==================== block 1
**config.mk**
```make
export PLATFORM = sky130hd
export DESIGN_NAME = hs_elastic_buffer
export DESIGN_NICKNAME = d
export VERILOG_FILES = /design/src/rtl/hs_pkg.sv /design/src/rtl/hs_buf_mem.sv /design/src/rtl/hs_elastic_buffer.sv
export SDC_FILE = /design/constraint.sdc
export NUM_CORES = 1
export LEC_CHECK = 0
export ABC_AREA = 1
export CORE_UTILIZATION = 49
export CTS_CLUSTER_DIAMETER = 80
export CTS_CLUSTER_SIZE = 24
export DETAILED_ROUTE_END_ITERATION = 16
export PLACE_DENSITY_LB_ADDON = 0.3
export REMOVE_ABC_BUFFERS = 1
export SYNTH_ARGS = -nofsm -noshare
export SYNTH_HDL_FRONTEND = slang
export SYNTH_SLANG_ARGS = --single-unit
```
**constraint.sdc**
```tcl
create_clock -name clk -period 2.09 [get_ports clk]
set_clock_uncertainty 0.15 [all_clocks]
set_input_delay 0.418 -clock clk [delete_from_list [all_inputs] [get_ports clk]]
set_output_delay 0.418 -clock clk [all_outputs]
set_load 0.05 [all_outputs]
```
**src/rtl/hs_pkg.sv**
```systemverilog
// Shared definitions for the hs_* valid/ready buffer family.
package hs_pkg;

  localparam int HS_MIN_DEPTH = 2;

  // Occupancy counter width: must represent 0..depth inclusive.
  function automatic int clog2_depth(input int depth);
    return $clog2(depth + 1);
  endfunction

endpackage

```
**src/rtl/hs_buf_mem.sv**
```systemverilog
// WIDTH x DEPTH flop storage: registered write port, asynchronous read port.
module hs_buf_mem #(
  parameter int WIDTH = 8,
  parameter int DEPTH = 2,
  parameter int AW    = $clog2(DEPTH)
) (
  input  logic             clk,
  input  logic             we,
  input  logic [AW-1:0]    waddr,
  input  logic [WIDTH-1:0] wdata,
  input  logic [AW-1:0]    raddr,
  output logic [WIDTH-1:0] rdata
);

  logic [WIDTH-1:0] mem [DEPTH];

  // Payload storage carries no reset; only the control state does.
  always_ff @(posedge clk) begin
    if (we) begin
      mem[waddr] <= wdata;
    end
  end

  assign rdata = mem[raddr];

endmodule

```
**src/rtl/hs_elastic_buffer.sv**
```systemverilog
// DEPTH-entry valid/ready elastic buffer; every output is decoded from flops only.
module hs_elastic_buffer
  import hs_pkg::*;
#(
  parameter int WIDTH = 8,
  parameter int DEPTH = 2,
  parameter int CW    = clog2_depth(DEPTH)
) (
  input  logic             clk,
  input  logic             rst_n,
  input  logic             flush,
  input  logic [WIDTH-1:0] up_data,
  input  logic             up_valid,
  output logic             up_ready,
  output logic [WIDTH-1:0] down_data,
  output logic             down_valid,
  input  logic             down_ready,
  output logic [CW-1:0]    count
);

  localparam int AW = $clog2(DEPTH);

  typedef logic [AW-1:0] hs_ptr_t;

  if (DEPTH < HS_MIN_DEPTH || (DEPTH & (DEPTH - 1)) != 0) begin : g_depth_check
    $error("hs_elastic_buffer: DEPTH must be a power of two >= %0d", HS_MIN_DEPTH);
  end

  hs_ptr_t       wr_ptr;
  hs_ptr_t       rd_ptr;
  logic [CW-1:0] count_q;
  logic [CW-1:0] next_count;
  logic          up_ready_q;
  logic          push;
  logic          pop;

  assign push       = up_valid && up_ready_q;
  assign pop        = down_valid && down_ready;
  assign down_valid = (count_q != '0);
  assign up_ready   = up_ready_q;
  assign count      = count_q;

  always_comb begin
    next_count = count_q;
    if (flush) begin
      next_count = '0;
    end else begin
      case ({push, pop})
        2'b10:   next_count = count_q + CW'(1);
        2'b01:   next_count = count_q - CW'(1);
        default: next_count = count_q;
      endcase
    end
  end

  // Ready is registered from next occupancy, so a full buffer stays closed
  // through a same-cycle pop and reopens one cycle later.
  always_ff @(posedge clk or negedge rst_n) begin
    if (!rst_n) begin
      count_q    <= '0;
      wr_ptr     <= '0;
      rd_ptr     <= '0;
      up_ready_q <= 1'b0;
    end else begin
      count_q    <= next_count;
      up_ready_q <= (next_count < CW'(DEPTH));
      if (flush) begin
        wr_ptr <= '0;
        rd_ptr <= '0;
      end else begin
        if (push) wr_ptr <= wr_ptr + hs_ptr_t'(1);
        if (pop)  rd_ptr <= rd_ptr + hs_ptr_t'(1);
      end
    end
  end

  // A beat accepted during flush is dropped rather than stored.
  hs_buf_mem #(
    .WIDTH (WIDTH),
    .DEPTH (DEPTH),
    .AW    (AW)
  ) u_mem (
    .clk   (clk),
    .we    (push && !flush),
    .waddr (wr_ptr),
    .wdata (up_data),
    .raddr (rd_ptr),
    .rdata (down_data)
  );

endmodule
```
==================== block 2
===== config.mk =====
export PLATFORM = sky130hd
export DESIGN_NAME = vga_timing_gen
export DESIGN_NICKNAME = d
export VERILOG_FILES = /design/src/rtl/vga_pkg.sv /design/src/rtl/vga_dly_line.sv /design/src/rtl/vga_timing_gen.sv
export SDC_FILE = /design/constraint.sdc
export NUM_CORES = 1
export LEC_CHECK = 0
export ABC_AREA = 0
export CORE_ASPECT_RATIO = 0.75
export CORE_MARGIN = 5
export CORE_UTILIZATION = 35
export DETAILED_ROUTE_END_ITERATION = 7
export PLACE_DENSITY_LB_ADDON = 0.12
export SYNTH_ARGS = -nofsm -noshare
export SYNTH_HDL_FRONTEND = slang
export SYNTH_SLANG_ARGS = --single-unit
export TNS_END_PERCENT = 30

===== constraint.sdc =====
create_clock -name pxl_clk -period 3 [get_ports pxl_clk]
set_input_delay 0.75 -clock pxl_clk [delete_from_list [all_inputs] [get_ports pxl_clk]]
set_output_delay 0.75 -clock pxl_clk [all_outputs]
set_load 0.01 [all_outputs]

===== src/rtl/vga_pkg.sv =====
// Shared VGA timing defaults (640x480@60), frame-size helper and sequencer state type.
package vga_pkg;

    localparam int unsigned DEF_CNT_W  = 12;
    localparam int unsigned DEF_H_RES  = 640;
    localparam int unsigned DEF_H_FP   = 16;
    localparam int unsigned DEF_H_SYNC = 96;
    localparam int unsigned DEF_H_BP   = 48;
    localparam int unsigned DEF_V_RES  = 480;
    localparam int unsigned DEF_V_FP   = 10;
    localparam int unsigned DEF_V_SYNC = 2;
    localparam int unsigned DEF_V_BP   = 33;

    typedef enum logic [1:0] {
        StIdle,
        StRun,
        StDrain
    } vga_state_e;

    function automatic int unsigned vga_h_total(input int unsigned res, input int unsigned fp,
                                                input int unsigned sync, input int unsigned bp);
        return res + fp + sync + bp;
    endfunction

    function automatic int unsigned vga_v_total(input int unsigned res, input int unsigned fp,
                                                input int unsigned sync, input int unsigned bp);
        return res + fp + sync + bp;
    endfunction

endpackage


===== src/rtl/vga_dly_line.sv =====
// Clock-enabled shift register with async active-low reset to INIT; DEPTH=0 is a wire.
module vga_dly_line #(
    parameter int unsigned      DEPTH = 2,
    parameter int unsigned      WIDTH = 3,
    parameter logic [WIDTH-1:0] INIT  = '0
) (
    input  logic             pxl_clk,
    input  logic             rst_n,
    input  logic             i_en,
    input  logic [WIDTH-1:0] i_d,
    output logic [WIDTH-1:0] o_q
);

    if (DEPTH == 0) begin : g_bypass
        logic w_unused;
        assign w_unused = ^{pxl_clk, rst_n, i_en};
        assign o_q      = i_d;
    end else begin : g_pipe
        logic [WIDTH-1:0] r_pipe [DEPTH];

        always_ff @(posedge pxl_clk or negedge rst_n) begin
            if (!rst_n) begin
                for (int i = 0; i < DEPTH; i++) begin
                    r_pipe[i] <= INIT;
                end
            end else if (i_en) begin
                r_pipe[0] <= i_d;
                for (int i = 1; i < DEPTH; i++) begin
                    r_pipe[i] <= r_pipe[i-1];
                end
            end
        end

        assign o_q = r_pipe[DEPTH-1];
    end

endmodule


===== src/rtl/vga_timing_gen.sv =====
// Parametrised VGA raster timing: x/y counters, delayed syncs/DE, strobes and a
// run/stop sequencer that only starts or stops on frame boundaries.
module vga_timing_gen
    import vga_pkg::*;
#(
    parameter int unsigned CNT_W    = DEF_CNT_W,
    parameter int unsigned H_RES    = DEF_H_RES,
    parameter int unsigned H_FP     = DEF_H_FP,
    parameter int unsigned H_SYNC   = DEF_H_SYNC,
    parameter int unsigned H_BP     = DEF_H_BP,
    parameter int unsigned V_RES    = DEF_V_RES,
    parameter int unsigned V_FP     = DEF_V_FP,
    parameter int unsigned V_SYNC   = DEF_V_SYNC,
    parameter int unsigned V_BP     = DEF_V_BP,
    parameter bit          HS_POL   = 1'b0,
    parameter bit          VS_POL   = 1'b0,
    parameter int unsigned PIPE_DLY = 2
) (
    input  logic             pxl_clk,
    input  logic             rst_n,
    input  logic             pxl_clk_en,
    input  logic             run_i,
    output logic [CNT_W-1:0] x_o,
    output logic [CNT_W-1:0] y_o,
    output logic             req_o,
    output logic             hsync_o,
    output logic             vsync_o,
    output logic             de_o,
    output logic             line_start_o,
    output logic             frame_start_o,
    output logic             busy_o
);

    localparam int unsigned H_TOTAL = vga_h_total(H_RES, H_FP, H_SYNC, H_BP);
    localparam int unsigned V_TOTAL = vga_v_total(V_RES, V_FP, V_SYNC, V_BP);
    localparam int unsigned HS_BEG  = H_RES + H_FP;
    localparam int unsigned HS_END  = HS_BEG + H_SYNC;
    localparam int unsigned VS_BEG  = V_RES + V_FP;
    localparam int unsigned VS_END  = VS_BEG + V_SYNC;

    localparam bit CNT_W_OK  = (CNT_W >= 1) && (CNT_W <= 31);
    localparam longint unsigned CNT_SPAN = 64'd1 << (CNT_W_OK ? CNT_W : 1);
    localparam bit PARAMS_OK = CNT_W_OK && (H_RES >= 1) && (V_RES >= 1) && (PIPE_DLY <= 63)
                               && (64'(H_TOTAL) <= CNT_SPAN) && (64'(V_TOTAL) <= CNT_SPAN);

    if (!PARAMS_OK) begin : g_bad_params
        $fatal(1, "vga_timing_gen: illegal parameter set");
    end

    vga_state_e       r_state, w_state_nxt;
    logic [CNT_W-1:0] r_x, r_y, w_x_nxt, w_y_nxt;
    logic [31:0]      w_x32, w_y32;
    logic             w_cnt, w_x_last, w_y_last;
    logic             w_act, w_hs, w_vs;
    logic [2:0]       w_stage, w_dly;

    assign w_x32 = 32'(r_x);
    assign w_y32 = 32'(r_y);

    // The IDLE tick that sees run_i is itself the (0,0) position of the first frame.
    assign w_cnt    = rst_n & ((r_state != StIdle) | run_i);
    assign w_x_last = (w_x32 == H_TOTAL - 1);
    assign w_y_last = (w_y32 == V_TOTAL - 1);

    assign w_act = w_cnt & (w_x32 < H_RES) & (w_y32 < V_RES);
    assign w_hs  = w_cnt & (w_x32 >= HS_BEG) & (w_x32 < HS_END);
    assign w_vs  = w_cnt & (w_y32 >= VS_BEG) & (w_y32 < VS_END);

    always_comb begin
        w_state_nxt = r_state;
        w_x_nxt     = r_x;
        w_y_nxt     = r_y;
        if (pxl_clk_en) begin
            if (w_cnt) begin
                if (w_x_last) begin
                    w_x_nxt = '0;
                    w_y_nxt = w_y_last ? '0 : r_y + 1'b1;
                end else begin
                    w_x_nxt = r_x + 1'b1;
                end
            end
            unique case (r_state)
                StIdle:  if (run_i) w_state_nxt = StRun;
                StRun:   if (!run_i) w_state_nxt = StDrain;
                StDrain: if (w_x_last && w_y_last) w_state_nxt = run_i ? StRun : StIdle;
                default: w_state_nxt = StIdle;
            endcase
        end
    end

    always_ff @(posedge pxl_clk or negedge rst_n) begin
        if (!rst_n) begin
            r_state <= StIdle;
            r_x     <= '0;
            r_y     <= '0;
        end else begin
            r_state <= w_state_nxt;
            r_x     <= w_x_nxt;
            r_y     <= w_y_nxt;
        end
    end

    assign w_stage = {w_hs, w_vs, w_act};

    vga_dly_line #(
        .DEPTH (PIPE_DLY),
        .WIDTH (3),
        .INIT  (3'b000)
    ) u_dly (
        .pxl_clk (pxl_clk),
        .rst_n   (rst_n),
        .i_en    (pxl_clk_en),
        .i_d     (w_stage),
        .o_q     (w_dly)
    );

    assign x_o           = r_x;
    assign y_o           = r_y;
    assign req_o         = w_act;
    assign hsync_o       = w_dly[2] ~^ HS_POL;
    assign vsync_o       = w_dly[1] ~^ VS_POL;
    assign de_o          = w_dly[0];
    assign line_start_o  = pxl_clk_en & w_cnt & (r_x == '0);
    assign frame_start_o = line_start_o & (r_y == '0);
    assign busy_o        = (r_state != StIdle);

endmodule


==================== block 3
`config.mk`:
```
export PLATFORM = sky130hd
export DESIGN_NAME = fir_out_quant
export DESIGN_NICKNAME = d
export VERILOG_FILES = /design/src/rtl/fir_pkg.sv /design/src/rtl/fir_skid2.sv /design/src/rtl/fir_out_quant.sv
export SDC_FILE = /design/constraint.sdc
export NUM_CORES = 1
export LEC_CHECK = 0
export CORE_MARGIN = 8
export CORE_UTILIZATION = 30
export DETAILED_ROUTE_END_ITERATION = 10
export SETUP_SLACK_MARGIN = 0.1
export SLEW_MARGIN = 20
export SYNTH_ARGS = -nofsm -noshare
export SYNTH_HDL_FRONTEND = slang
export SYNTH_HIERARCHICAL = 1
export SYNTH_SLANG_ARGS = --single-unit
```
`constraint.sdc`:
```
create_clock -name clk -period 5.8 [get_ports clk]
set_input_delay 0.87 -clock clk [delete_from_list [all_inputs] [get_ports clk]]
set_output_delay 0.87 -clock clk [all_outputs]
set_load 0.03 [all_outputs]
```
`src/rtl/fir_pkg.sv`:
```
// Shared FIR datapath constants and types, including the output-requantizer
// sample type and the skid-buffer occupancy encoding.
package fir_pkg;

   localparam int BIT_PREC = 8;
   localparam int OUT_SIZE = 21;

   typedef logic signed [BIT_PREC-1:0] qsample_t;

   localparam int QSHIFT = BIT_PREC - 1;
   localparam int QMAX   = 2**(BIT_PREC-1) - 1;
   localparam int QMIN   = -(2**(BIT_PREC-1));

   typedef enum logic [1:0] {
      OCC_EMPTY = 2'd0,
      OCC_ONE   = 2'd1,
      OCC_TWO   = 2'd2
   } occ_e;

endpackage

```
`src/rtl/fir_skid2.sv`:
```
// Generic 2-entry valid/ready buffer; in_ready and out_valid are registered so
// downstream back-pressure never reaches the producer combinationally.
module fir_skid2
   import fir_pkg::*;
#(
   parameter int W = 9
) (
   input  logic         clk,
   input  logic         rst_n,
   input  logic [W-1:0] in_data,
   input  logic         in_valid,
   output logic         in_ready,
   output logic [W-1:0] out_data,
   output logic         out_valid,
   input  logic         out_ready
);

   occ_e         occ_r;
   occ_e         occ_nxt_s;
   logic [W-1:0] head_r;
   logic [W-1:0] tail_r;
   logic [W-1:0] head_nxt_s;
   logic [W-1:0] tail_nxt_s;
   logic         in_ready_r;
   logic         out_valid_r;
   logic         push_s;
   logic         pop_s;

   assign push_s    = in_valid && in_ready_r;
   assign pop_s     = out_valid_r && out_ready;
   assign in_ready  = in_ready_r;
   assign out_valid = out_valid_r;
   assign out_data  = head_r;

   // Next occupancy and entry contents; a simultaneous push/pop at one entry replaces the head.
   always_comb begin
      occ_nxt_s  = occ_r;
      head_nxt_s = head_r;
      tail_nxt_s = tail_r;
      case (occ_r)
         OCC_EMPTY: begin
            if (push_s) begin
               head_nxt_s = in_data;
               occ_nxt_s  = OCC_ONE;
            end else begin
               occ_nxt_s  = OCC_EMPTY;
            end
         end
         OCC_ONE: begin
            if (push_s && pop_s) begin
               head_nxt_s = in_data;
            end else if (push_s) begin
               tail_nxt_s = in_data;
               occ_nxt_s  = OCC_TWO;
            end else if (pop_s) begin
               occ_nxt_s  = OCC_EMPTY;
            end else begin
               occ_nxt_s  = OCC_ONE;
            end
         end
         OCC_TWO: begin
            if (pop_s) begin
               head_nxt_s = tail_r;
               occ_nxt_s  = OCC_ONE;
            end else begin
               occ_nxt_s  = OCC_TWO;
            end
         end
         default: begin
            occ_nxt_s = OCC_EMPTY;
         end
      endcase
   end

   // State, storage and registered handshake flags.
   always_ff @(posedge clk) begin
      if (!rst_n) begin
         occ_r       <= OCC_EMPTY;
         head_r      <= {W{1'b0}};
         tail_r      <= {W{1'b0}};
         in_ready_r  <= 1'b1;
         out_valid_r <= 1'b0;
      end else begin
         occ_r       <= occ_nxt_s;
         head_r      <= head_nxt_s;
         tail_r      <= tail_nxt_s;
         in_ready_r  <= (occ_nxt_s != OCC_TWO);
         out_valid_r <= (occ_nxt_s != OCC_EMPTY);
      end
   end

endmodule

```
`src/rtl/fir_out_quant.sv`:
```
// FIR output requantizer: round-half-up, arithmetic shift, saturate to OUT_W
// bits, buffered through a 2-entry skid with a sticky clipped-sample counter.
module fir_out_quant
   import fir_pkg::*;
#(
   parameter int IN_W  = OUT_SIZE,
   parameter int OUT_W = BIT_PREC,
   parameter int SHIFT = QSHIFT,
   parameter int CNT_W = 16
) (
   input  logic                    clk,
   input  logic                    rst_n,
   input  logic signed [IN_W-1:0]  in_data,
   input  logic                    in_valid,
   output logic                    in_ready,
   output logic signed [OUT_W-1:0] out_data,
   output logic                    out_sat,
   output logic                    out_valid,
   input  logic                    out_ready,
   output logic [CNT_W-1:0]        sat_count,
   input  logic                    clr_count
);

   localparam logic signed [IN_W:0] RND_C = {{IN_W{1'b0}}, 1'b1} <<< (SHIFT - 1);
   localparam logic signed [IN_W:0] Q_HI  = {{(IN_W-OUT_W+2){1'b0}}, {(OUT_W-1){1'b1}}};
   localparam logic signed [IN_W:0] Q_LO  = {{(IN_W-OUT_W+2){1'b1}}, {(OUT_W-1){1'b0}}};
   localparam logic [CNT_W-1:0]     CNT_MAX = {CNT_W{1'b1}};

   logic signed [IN_W:0] rnd_s;
   logic signed [IN_W:0] q_s;
   logic [OUT_W-1:0]     qdata_s;
   logic                 qsat_s;
   logic                 in_ready_s;
   logic                 push_s;
   logic [OUT_W:0]       head_s;
   logic [CNT_W-1:0]     cnt_r;

   // Round, floor-shift and clip the incoming FIR result (one extra bit avoids overflow).
   always_comb begin
      rnd_s = $signed({in_data[IN_W-1], in_data}) + RND_C;
      q_s   = rnd_s >>> SHIFT;
      if (q_s > Q_HI) begin
         qdata_s = Q_HI[OUT_W-1:0];
         qsat_s  = 1'b1;
      end else if (q_s < Q_LO) begin
         qdata_s = Q_LO[OUT_W-1:0];
         qsat_s  = 1'b1;
      end else begin
         qdata_s = q_s[OUT_W-1:0];
         qsat_s  = 1'b0;
      end
   end

   fir_skid2 #(
      .W (OUT_W + 1)
   ) u_skid (
      .clk       (clk),
      .rst_n     (rst_n),
      .in_data   ({qsat_s, qdata_s}),
      .in_valid  (in_valid),
      .in_ready  (in_ready_s),
      .out_data  (head_s),
      .out_valid (out_valid),
      .out_ready (out_ready)
   );

   assign push_s    = in_valid && in_ready_s;
   assign in_ready  = in_ready_s;
   assign out_sat   = head_s[OUT_W];
   assign out_data  = head_s[OUT_W-1:0];
   assign sat_count = cnt_r;

   // Sticky clipped-sample counter; clear takes priority over a coincident increment.
   always_ff @(posedge clk) begin
      if (!rst_n) begin
         cnt_r <= {CNT_W{1'b0}};
      end else if (clr_count) begin
         cnt_r <= {CNT_W{1'b0}};
      end else if (push_s && qsat_s && (cnt_r != CNT_MAX)) begin
         cnt_r <= cnt_r + {{(CNT_W-1){1'b0}}, 1'b1};
      end else begin
         cnt_r <= cnt_r;
      end
   end

endmodule
```
==================== block 4
--- config.mk ---
export PLATFORM = sky130hd
export DESIGN_NAME = add_sched_flat
export DESIGN_NICKNAME = d
export VERILOG_FILES = /design/src/rtl/add_sched_if.sv /design/src/rtl/add_sched.sv /design/src/flat_wrapper.sv
export SDC_FILE = /design/constraint.sdc
export NUM_CORES = 1
export LEC_CHECK = 0
export ABC_CLOCK_PERIOD_IN_PS = 3600
export CORE_AREA = 2 2 156 158
export DETAILED_ROUTE_END_ITERATION = 10
export DIE_AREA = 0 0 158 160
export PLACE_DENSITY = 0.8
export SLEW_MARGIN = 20
export SYNTH_ARGS = -nofsm -noshare
export SYNTH_HDL_FRONTEND = slang
export SYNTH_SLANG_ARGS = --single-unit
--- constraint.sdc ---
create_clock -name clk -period 3.6 [get_ports clk]
set_input_delay 0.72 -clock clk [delete_from_list [all_inputs] [get_ports clk]]
set_output_delay 0.72 -clock clk [all_outputs]
set_load 0.05 [all_outputs]
--- src/rtl/add_sched_if.sv ---
// Bundle of requester, shared-adder and result signals for add_sched.
// master is the scheduler side, slave is the surrounding environment.
interface add_sched_if #(
   parameter int unsigned NWORDS = 4
);
   localparam int unsigned W = 16 * NWORDS;

   logic          req0;
   logic [W-1:0]  A0;
   logic [W-1:0]  B0;
   logic          Cin0;
   logic          req1;
   logic [W-1:0]  A1;
   logic [W-1:0]  B1;
   logic          Cin1;
   logic          gnt0;
   logic          gnt1;
   logic [15:0]   add_A;
   logic [15:0]   add_B;
   logic          add_Cin;
   logic [15:0]   add_S;
   logic          add_Cout;
   logic [W-1:0]  res;
   logic          res_cout;
   logic          res_id;
   logic          res_valid;
   logic          res_ready;

   modport master (
      input  req0, A0, B0, Cin0, req1, A1, B1, Cin1, add_S, add_Cout, res_ready,
      output gnt0, gnt1, add_A, add_B, add_Cin, res, res_cout, res_id, res_valid
   );

   modport slave (
      output req0, A0, B0, Cin0, req1, A1, B1, Cin1, add_S, add_Cout, res_ready,
      input  gnt0, gnt1, add_A, add_B, add_Cin, res, res_cout, res_id, res_valid
   );
endinterface

--- src/rtl/add_sched.sv ---
// Two-requester scheduler that walks a wide addition word by word through an
// external shared 16-bit adder, waiting SETTLE cycles for each word to settle.
module add_sched #(
   parameter int unsigned NWORDS = 4,
   parameter int unsigned SETTLE = 3
) (
   input  logic       clk,
   input  logic       rst,
   add_sched_if.master bus
);
   localparam int unsigned KW = (NWORDS > 1) ? $clog2(NWORDS) : 1;

   typedef enum logic [1:0] {IDLE, WAIT, CAP, OUT} state_t;

   state_t                    state;
   logic [NWORDS-1:0][15:0]   opa;
   logic [NWORDS-1:0][15:0]   opb;
   logic [NWORDS-1:0][15:0]   resw;
   logic [KW-1:0]             k;
   logic [3:0]                cnt;
   logic                      last;
   logic                      win;

   // Round-robin pick: a lone requester wins, a tie goes to the one not granted last.
   always_comb begin
      win = bus.req1;
      if (bus.req0 && bus.req1) win = ~last;
   end

   assign bus.gnt0 = (state == IDLE) && bus.req0 && !win;
   assign bus.gnt1 = (state == IDLE) && bus.req1 && win;
   assign bus.res  = resw;

   always_ff @(posedge clk) begin
      if (rst) begin
         state         <= IDLE;
         opa           <= '0;
         opb           <= '0;
         resw          <= '0;
         k             <= '0;
         cnt           <= '0;
         last          <= 1'b1;
         bus.add_A     <= '0;
         bus.add_B     <= '0;
         bus.add_Cin   <= 1'b0;
         bus.res_cout  <= 1'b0;
         bus.res_id    <= 1'b0;
         bus.res_valid <= 1'b0;
      end else begin
         case (state)
            IDLE: begin
               if (bus.req0 || bus.req1) begin
                  opa         <= win ? bus.A1 : bus.A0;
                  opb         <= win ? bus.B1 : bus.B0;
                  bus.add_A   <= win ? bus.A1[15:0] : bus.A0[15:0];
                  bus.add_B   <= win ? bus.B1[15:0] : bus.B0[15:0];
                  bus.add_Cin <= win ? bus.Cin1 : bus.Cin0;
                  bus.res_id  <= win;
                  last        <= win;
                  k           <= '0;
                  cnt         <= '0;
                  state       <= WAIT;
               end
            end
            WAIT: begin
               if (cnt == 4'(SETTLE - 1)) state <= CAP;
               else                       cnt   <= cnt + 4'd1;
            end
            CAP: begin
               resw[k] <= bus.add_S;
               if (k == KW'(NWORDS - 1)) begin
                  bus.res_cout  <= bus.add_Cout;
                  bus.res_valid <= 1'b1;
                  bus.add_A     <= '0;
                  bus.add_B     <= '0;
                  bus.add_Cin   <= 1'b0;
                  state         <= OUT;
               end else begin
                  // Next word goes out with this word's carry chained in.
                  k           <= k + KW'(1);
                  cnt         <= '0;
                  bus.add_A   <= opa[k + KW'(1)];
                  bus.add_B   <= opb[k + KW'(1)];
                  bus.add_Cin <= bus.add_Cout;
                  state       <= WAIT;
               end
            end
            OUT: begin
               if (bus.res_ready) begin
                  bus.res_valid <= 1'b0;
                  state         <= IDLE;
               end
            end
            default: state <= IDLE;
         endcase
      end
   end
endmodule

--- src/flat_wrapper.sv ---
// flat-port wrapper written by rule: the top's interface ports become plain ports
module add_sched_flat 
#(
   parameter int unsigned NWORDS = 4,
   parameter int unsigned SETTLE = 3
)
  (clk, rst, bus_req0, bus_A0, bus_B0, bus_Cin0, bus_req1, bus_A1, bus_B1, bus_Cin1, bus_add_S, bus_add_Cout, bus_res_ready, bus_gnt0, bus_gnt1, bus_add_A, bus_add_B, bus_add_Cin, bus_res, bus_res_cout, bus_res_id, bus_res_valid);
  add_sched_if #(.NWORDS(NWORDS)) bus_i ();
  input  logic clk;
  input  logic rst;
  input wire logic [$bits(bus_i.req0)-1:0] bus_req0;
  input wire logic [$bits(bus_i.A0)-1:0] bus_A0;
  input wire logic [$bits(bus_i.B0)-1:0] bus_B0;
  input wire logic [$bits(bus_i.Cin0)-1:0] bus_Cin0;
  input wire logic [$bits(bus_i.req1)-1:0] bus_req1;
  input wire logic [$bits(bus_i.A1)-1:0] bus_A1;
  input wire logic [$bits(bus_i.B1)-1:0] bus_B1;
  input wire logic [$bits(bus_i.Cin1)-1:0] bus_Cin1;
  input wire logic [$bits(bus_i.add_S)-1:0] bus_add_S;
  input wire logic [$bits(bus_i.add_Cout)-1:0] bus_add_Cout;
  input wire logic [$bits(bus_i.res_ready)-1:0] bus_res_ready;
  output wire logic [$bits(bus_i.gnt0)-1:0] bus_gnt0;
  output wire logic [$bits(bus_i.gnt1)-1:0] bus_gnt1;
  output wire logic [$bits(bus_i.add_A)-1:0] bus_add_A;
  output wire logic [$bits(bus_i.add_B)-1:0] bus_add_B;
  output wire logic [$bits(bus_i.add_Cin)-1:0] bus_add_Cin;
  output wire logic [$bits(bus_i.res)-1:0] bus_res;
  output wire logic [$bits(bus_i.res_cout)-1:0] bus_res_cout;
  output wire logic [$bits(bus_i.res_id)-1:0] bus_res_id;
  output wire logic [$bits(bus_i.res_valid)-1:0] bus_res_valid;
  assign bus_i.req0 = bus_req0;
  assign bus_i.A0 = bus_A0;
  assign bus_i.B0 = bus_B0;
  assign bus_i.Cin0 = bus_Cin0;
  assign bus_i.req1 = bus_req1;
  assign bus_i.A1 = bus_A1;
  assign bus_i.B1 = bus_B1;
  assign bus_i.Cin1 = bus_Cin1;
  assign bus_i.add_S = bus_add_S;
  assign bus_i.add_Cout = bus_add_Cout;
  assign bus_i.res_ready = bus_res_ready;
  assign bus_gnt0 = bus_i.gnt0;
  assign bus_gnt1 = bus_i.gnt1;
  assign bus_add_A = bus_i.add_A;
  assign bus_add_B = bus_i.add_B;
  assign bus_add_Cin = bus_i.add_Cin;
  assign bus_res = bus_i.res;
  assign bus_res_cout = bus_i.res_cout;
  assign bus_res_id = bus_i.res_id;
  assign bus_res_valid = bus_i.res_valid;
  add_sched #(.NWORDS(NWORDS), .SETTLE(SETTLE)) u_core (.clk(clk), .rst(rst), .bus(bus_i));
endmodule

## Gallery

Gate families picked out.
picture 1
Scale: 2 px per um.
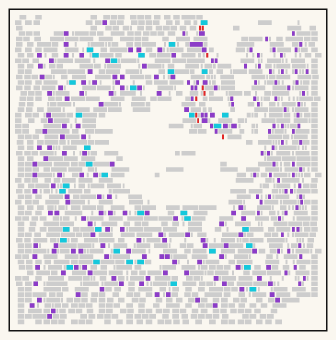
picture 2
Scale: 4 px per um.
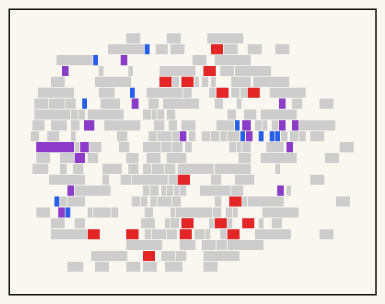
picture 3
Scale: 4 px per um.
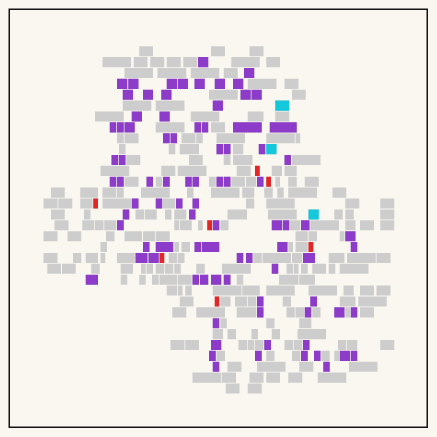
picture 4
Scale: 8 px per um.
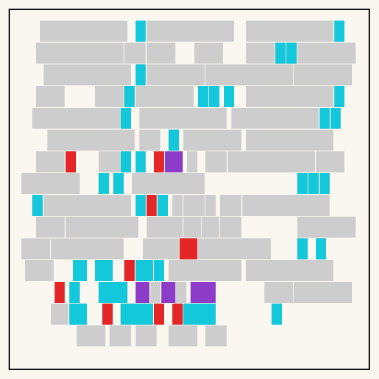
The one with the most cells is picture 1.
The one with the fewest cells is picture 4.
Picture 4 is block 1.
Picture 2 is block 2.
Picture 3 is block 3.
Picture 1 is block 4.

Key to picture 2:
family	colour	cells	most used
aoi and oai cells	purple	17	o21ai_0
xor and xnor cells	red	16	xnor2_1
inv cells	blue	11	inv_1

**Block 1: clock wires, drivers and flops**

Scale: 12 px per um.
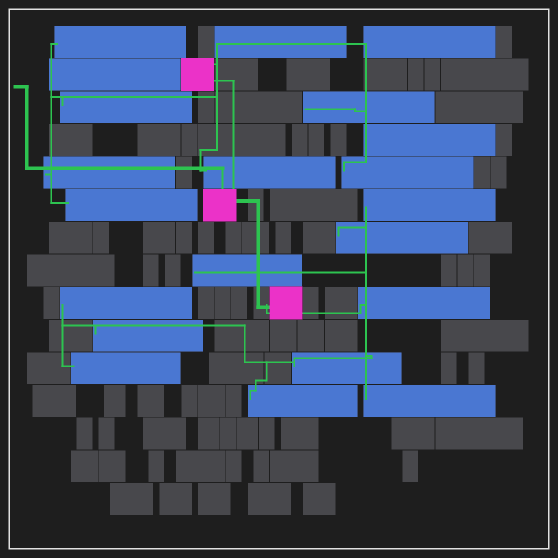
[clock drivers] magenta | count: 3
[clock wires] green | length: 212 um
[flip-flops] blue | count: 21
routed clock nets	4
later-pin clock latency in the skew report: 0.30 ns
clock group power: 0.189 mW

==> ci_impl_report.md, block 1 <==
### Yosys + OpenROAD results

| Metric | Value |
|---|---|
| Fraction of registers with async set/reset | 23.8% |
| Cells traversed along the worst timing path | clkdlybuf4s50_1 |
| Dominant synthesized flop cell | sky130_fd_sc_hd__edfxtp_1 |
| Total die size | 2010 um2 |
| Comb gates | 49 |
| Slowest stage delay, CP | 0.80 ns |
| Category of the most critical setup path | register to output port |
| Number of buffers added for setup after CTS | 0 |
| Final hold viol count | 0 |
| Number of buffers on the longest clock path | 2 |
| Ant diodes | 0 |
| Met2 Resource Use GR | 28.8% |
| Footprint of the multi-input gates | 249 um2 |
| Register share after synthesis | 67.4% |
| Post-layout period usage of the worst path | 97.5% |
| Worst IR drop on VDD | 0.641 mV |
| Classification of the worst-slack hold path | primary input to asynchronous set/reset pin |
| Power density over the cells | 1060 nW/um2 |
| Fraction of layout instances using a drive strength above 1 | 30.6% |
| Area figure in the yosys stat output | 898 um2 |
| Placeable core region | 1730 um2 |
| Synth Area per Inst | 11.2 um2 |
| Clock buffers | 4 |
| Outcome | completed |
| Top area cell types | sky130_fd_sc_hd__edfxtp_1 (53%), sky130_fd_sc_hd__dfrtp_1 (14%), sky130_fd_sc_hd__nand2_1 (12%), sky130_fd_sc_hd__ha_1 (2.8%), sky130_fd_sc_hd__inv_2 (2.5%) |
| Remaining antenna violation count | 0 |
| Beginning of the worst register-to-register path | count[0] |
| Total of endpoints with negative setup slack in the final report | 0 |
| Number of cells produced by synthesis | 80 |
| Final worst hold slack | 0.177 ns |
| Internal power component | 0.823 mW |
| Vias in the first global route | 556 |
| Placement row count | 15 |
| Area taken by flip-flops and latches | 606 um2 |
| Starting utilization of the core area | 52.0% |
| Power Total | 1.36 mW |
| Number of instances resized during post-cts repair | 0 |
| Top cells by instance count after synthesis | sky130_fd_sc_hd__nand2_1 (29), sky130_fd_sc_hd__edfxtp_1 (16), sky130_fd_sc_hd__inv_2 (6) |
| Leak Pwr | 0.561 nW |
| First-pass iteration count of the detailed router | 4 |
| CP Capture Type | output port |
| Area fraction of clock buffers and clock inverters | 2.03% |
| DR top layer | met4 |
| Register with the highest flop count | u_mem.mem |
| Global-route met1 utilization | 22.6% |
| Register-to-Register Setup Slack | 0.59 ns |
| Leading cell types in the layout, fill and taps excluded | sky130_fd_sc_hd__nand2_1 (29), sky130_fd_sc_hd__edfxtp_1 (16), sky130_fd_sc_hd__clkdlybuf4s50_1 (13) |
| Number of warning messages in the logs | 26 |
| Final Net Count | 127 |
| Number of buffers created by CTS | 3 |
| Tally of non-filler cells in the final layout | 136 |
| Period minus WS final | 2.04 ns |
| Comb group | 0.646 mW |
| Total length of routed met3 wires | 58 um |
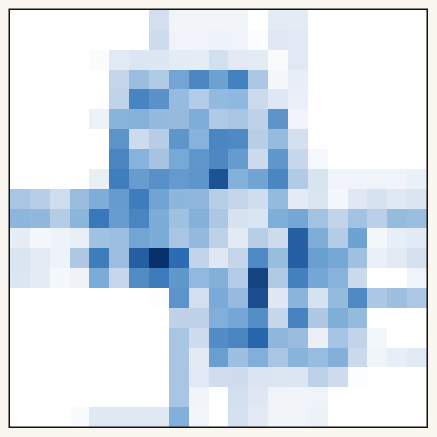
**Above:** block 3 (signal metal coverage by tile).
Scale: 4 px per um. The die is cut into 21 by 21 equal tiles; white is low, dark blue is high, scaled to the fullest tile. Values are wire area over tile area, all layers added.
densest ninth of the die	middle
fullest tile	0.42
tiles over half the peak	13%
nearly empty tiles	38%
emptiest ninth of the die	bottom left
mean over tiles	0.085

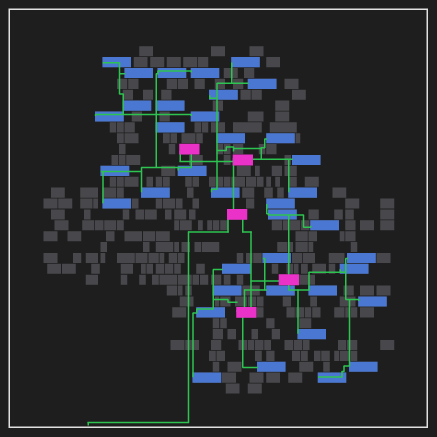
**Above:** block 3 (clock wires, drivers and flops).
Scale: 4 px per um.
[clock wires] green | length: 547 um
[clock drivers] magenta | count: 5
[flip-flops] blue | count: 38
routed clock nets	6
worst-case clock skew: 0.00740 ns
Clk network pwr share: 29.9%
later-pin clock latency in the skew report: 0.29 ns
clock group power: 0.186 mW

==> ci_impl_report.md, block 3 <==
### Yosys + OpenROAD results

| Metric | Value |
|---|---|
| Outcome | completed |
| Placeable core region | 7650 um2 |
| Number of flip-flops under the largest register name | 16 |
| Power Total | 0.621 mW |
| Min-Delay Path Depth | 2 |
| Inverter count of the layout excluding clock inverters | 7 |
| Final worst hold slack | 0.477 ns |
| Post-synthesis cell type count | 54 |
| Leak Pwr | 0.982 nW |
| Dpl hpwl | 4310 um |
| Power dissipated in sequential cells | 0.288 mW |
| Power density over the cells | 215 nW/um2 |
| Register share after synthesis | 32.6% |
| Final Core Density | 37.9% |
| Simple-gate portion of the synthesized area | 28.1% |
| Comb group | 0.148 mW |
| Via Count | 2241 |
| Worst Hold Path EP | u_skid/tail_r[5] |
| Final hold viol count | 0 |
| Average via count per standard cell | 5.43 |
| Tapcells inserted | 102 |
| Met2 Resource Use GR | 17.1% |
| Reg2reg end | sat_count[10] |
| Global-route met1 utilization | 14.4% |
| Met3 layer usage reported by global route | 2.60% |
| Worst reg2reg path depth | 7 |
| Maximum frequency from static timing analysis | 259 MHz |
| Placer Congestion | 0.845 |
| Number of register bits inferred by synthesis | 38 |
| Slowest stage delay, CP | 0.81 ns |
| Max-slew violation count | 0 |
| Clock buffers | 5 |
| Internal power component | 0.422 mW |
| Cells traversed along the worst timing path | clkdlybuf4s50_1 -> ha_1 -> nand3_1 -> nor3_1 -> nand4b_1 -> o311ai_0 -> and3_1 -> or2_2 -> o21ai_0 -> mux2i_1 -> a211oi_1 |
| Dominant synthesized flop cell | sky130_fd_sc_hd__dfxtp_1 |
| Number of buffers added for setup after CTS | 0 |
| Flop count | 38 |
| Number of placed cells counting well taps | 405 |
| Number of enable flip-flop cells | 0 |
| DR top layer | met4 |
| Number of port buffers | 46 |
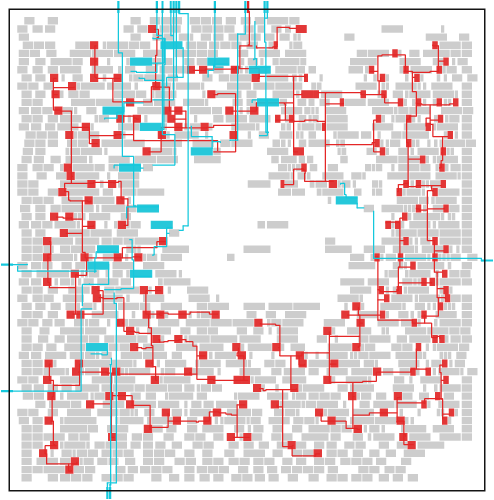
**Above:** block 4 (wires at chosen ports, followed through buffers).
Scale: 3 px per um.
port	colour	bits	direction	end cells	wire
bus_add_B	cyan	16	output	16	981 um
rst	red	1	input	205	1860 um
number of port buffers: 381
I/O pins: 382

==> ci_impl_report.md, block 4 <==
### Yosys + OpenROAD results

| Metric | Value |
|---|---|
| Number of buffers on the longest clock path | 3 |
| Destination of the critical timing path | bus_gnt1 |
| Inverter count of the layout excluding clock inverters | 9 |
| Number of register bits inferred by synthesis | 237 |
| Outcome | completed |
| Clk network pwr share | 38.5% |
| Multi-input combinational area share | 34.2% |
| Clock group power | 2.61 mW |
| Flop count | 237 |
| Final hold viol count | 0 |
| Dpl hpwl | 23300 um |
| Power dissipated in sequential cells | 2.94 mW |
| Startpoint of the most critical setup path | bus_req1 |
| Type of element launching the critical path | primary input |
| Top cells by instance count after synthesis | sky130_fd_sc_hd__dfxtp_1 (237), sky130_fd_sc_hd__nor2_1 (171), sky130_fd_sc_hd__nand2_1 (142) |
| TritonCTS clock tree | yes |
| Setup repair after global routing missed its margin | false |
| CP Capture Type | output port |
| Fill cells | 2025 |
| First-pass iteration count of the detailed router | 5 |
| Comb gates | 752 |
| Synth-to-layout area growth | 45.2% |
| Final worst hold slack | 0.453 ns |
| Clock-pin slew reported for the worst setup and hold paths after clock tree synthesis | 0.06 ns |
| Simple-gate portion of the synthesized area | 12.5% |
| Max-slew violation count | 0 |
| Cell family contributing the most delay on the critical path | buffers and inverters |
| Post-route setup TNS | 0 ns |
| Vias in the first global route | 9572 |
| Min-Delay Path Depth | 2 |
| Cell total in the yosys stat output | 1097 |
| Worst reg2reg path depth | 5 |
| Placeable core region | 23800 um2 |
| Routed wire length | 32800 um |
| Internal power component | 5.04 mW |
| Compound-Gate Fraction of Synth Area | 17.1% |
| Global-route met1 utilization | 29.7% |
| Number of DRC violations after detailed-routing iteration 0 | 601 |
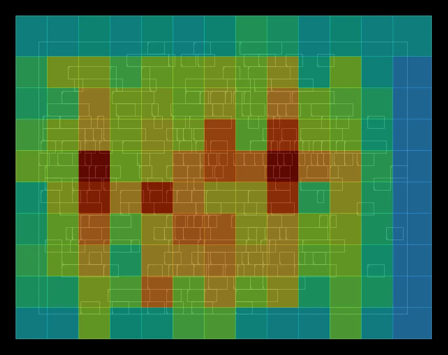
**Above:** block 2 (routing congestion).
met2 Resource Use GR: 22.1%
global-route met1 utilization: 21.8%
Final Core Density: 48.3%
global-route layer with the greatest usage: met2

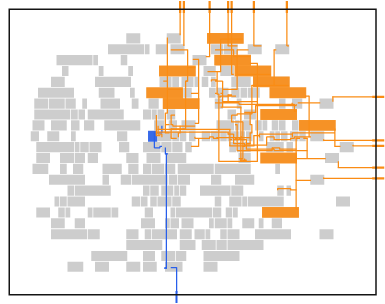
**Above:** block 2 (wires at chosen ports, followed through buffers).
Scale: 4 px per um.
port	colour	bits	direction	end cells	wire
line_start_o	blue	1	output	1	47.9 um
y_o	orange	12	output	12	712 um
I/O pins: 35
number of port buffers: 34

==> ci_impl_report.md, block 2 <==
### Yosys + OpenROAD results

| Metric | Value |
|---|---|
| Post-layout period usage of the worst path | 94.0% |
| Cell family contributing the most delay on the critical path | simple AND/OR/NAND/NOR gates |
| Total length of routed met3 wires | 350 um |
| Number of buffers created by CTS | 5 |
| Worst reg2reg path depth | 4 |
| Highest-delay cell along the critical path | sky130_fd_sc_hd__or4_4 |
| Worst Hold Path EP | u_dly.o_q[2] |
| Number of buffers added for setup after CTS | 1 |
| Max-slew violation count | 0 |
| Total die size | 6490 um2 |
| Remaining antenna violation count | 0 |
| Sequential fraction of total cell area | 34.2% |
| Count of buffering cells on the critical path with inverters included | 1 |
| Final Net Count | 239 |
| Power density over the cells | 456 nW/um2 |
| Crit path depth | 5 |
| Fraction of registers with async set/reset | 100% |
| Cell class ranked first by area | logic gates |
| Seq pwr share | 48.4% |
| Top contributor to total power | registers |
| Via Count | 1563 |
| Inverter count of the layout excluding clock inverters | 11 |
| Clock buffers | 6 |
| Comb pwr share | 22.9% |
| Total of endpoints with negative setup slack in the final report | 0 |
| # DRC | 0 |
| Setup repair after global routing missed its margin | false |
| DR top layer | met4 |
| Category of the most critical setup path | register to output port |
| Cell total in the yosys stat output | 178 |
| Number of instances resized during post-cts repair | 10 |
| Dpl hpwl | 3510 um |
| Post-route setup TNS | 0 ns |
| Area fraction of clock buffers and clock inverters | 3.31% |
| Number of buffers on the longest clock path | 2 |
| Dominant synthesized flop cell | sky130_fd_sc_hd__dfrtp_1 |
| Classification of the worst-slack hold path | register to register |
| Top cells by instance count after synthesis | sky130_fd_sc_hd__dfrtp_1 (32), sky130_fd_sc_hd__nand3_1 (18), sky130_fd_sc_hd__nor2_1 (12), sky130_fd_sc_hd__xnor2_1 (12) |
| Multi-input combinational area share | 37.1% |
| Type of element launching the critical path | register |
| Placed Area | 2250 um2 |
| Reg2reg end | y_o[9] |
| Routed wire length | 4630 um |
| Chip width | 91.3 um |
| Placer Congestion | 0.918 |
| Worst hold start | u_dly.g_pipe.r_pipe[5] |
| Number of antenna violations at the first check in global routing | 0 |
| Vert. Die Dim | 71.0 um |
| Starting utilization of the core area | 35.8% |
| Number of placed cells counting well taps | 283 |
| First-pass iteration count of the detailed router | 4 |
| CP Capture Type | output port |
| Synth area leader | sky130_fd_sc_hd__dfrtp_1 |
| Later-pin clock latency in the skew report | 0.28 ns |
| Worst-case clock skew | 0.00401 ns |
| Startpoint of the most critical setup path | x_o[10] |
| Beginning of the worst register-to-register path | x_o[10] |
| Outcome | completed |
| Average detailed-routed wire length per instance | 15.9 um |
| Final worst hold slack | 0.502 ns |
| Destination of the critical timing path | frame_start_o |
| Max-cap violations | 0 |
| Hold Buf Count CTS | 0 |
| Synthesized cell area | 1740 um2 |
| Clock sinks | 32 |


==> layout pictures side by side <==
Signal metal coverage by tile.
panel A
Scale: 4 px per um. The die is cut into 18 by 14 equal tiles; white is low, dark blue is high, scaled to the fullest tile. Values are wire area over tile area, all layers added.
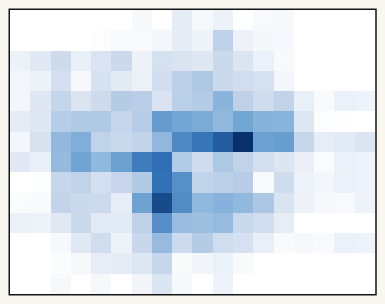
panel B
Scale: 2 px per um. The die is cut into 32 by 32 equal tiles; white is low, dark blue is high, scaled to the fullest tile. Values are wire area over tile area, all layers added.
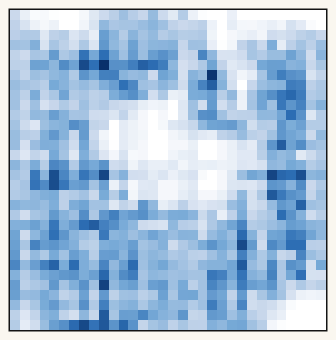
panel C
Scale: 8 px per um. The die is cut into 9 by 9 equal tiles; white is low, dark blue is high, scaled to the fullest tile. Values are wire area over tile area, all layers added.
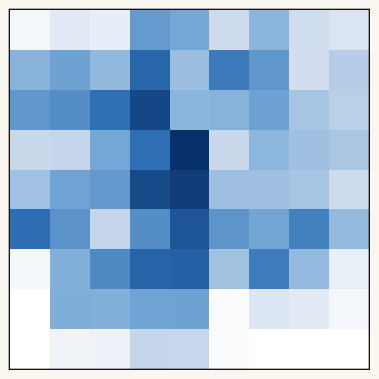
Of these, largest die: panel B
Of these, smallest die: panel C
Panel A comes from block 2.
Panel B comes from block 4.
Panel C comes from block 1.

Key to panel A:
nearly empty tiles	24%
emptiest ninth of the die	top right
mean over tiles	0.12
tiles over half the peak	7.5%


## Gallery

Routing congestion.
(a)
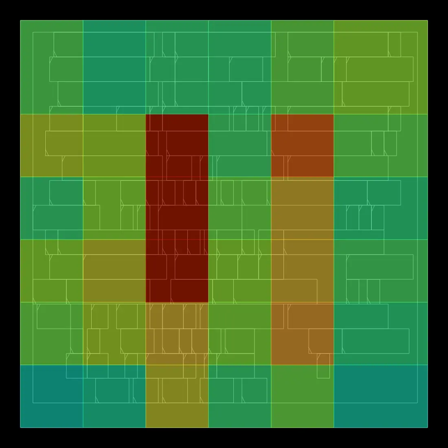
(b)
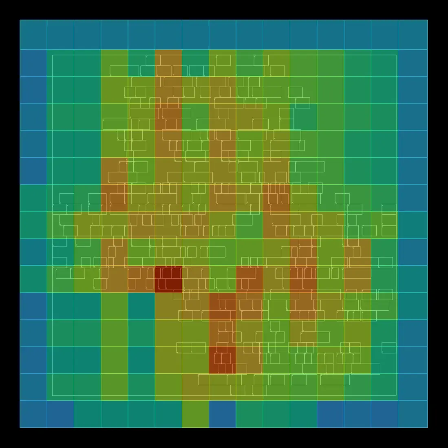
(c)
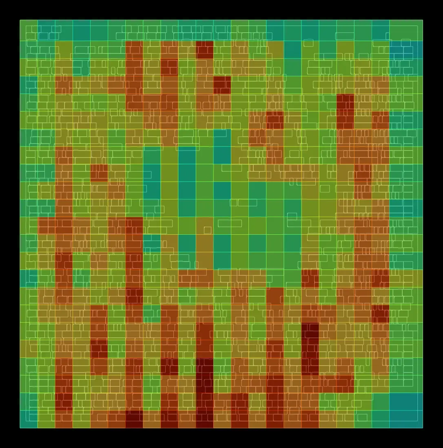
Block 4 is (c).
Block 1 is (a).
Block 3 is (b).
The one with the lowest track usage is (b).
The one with the highest track usage is (c).

Power is estimated from default activity; no workload was simulated.
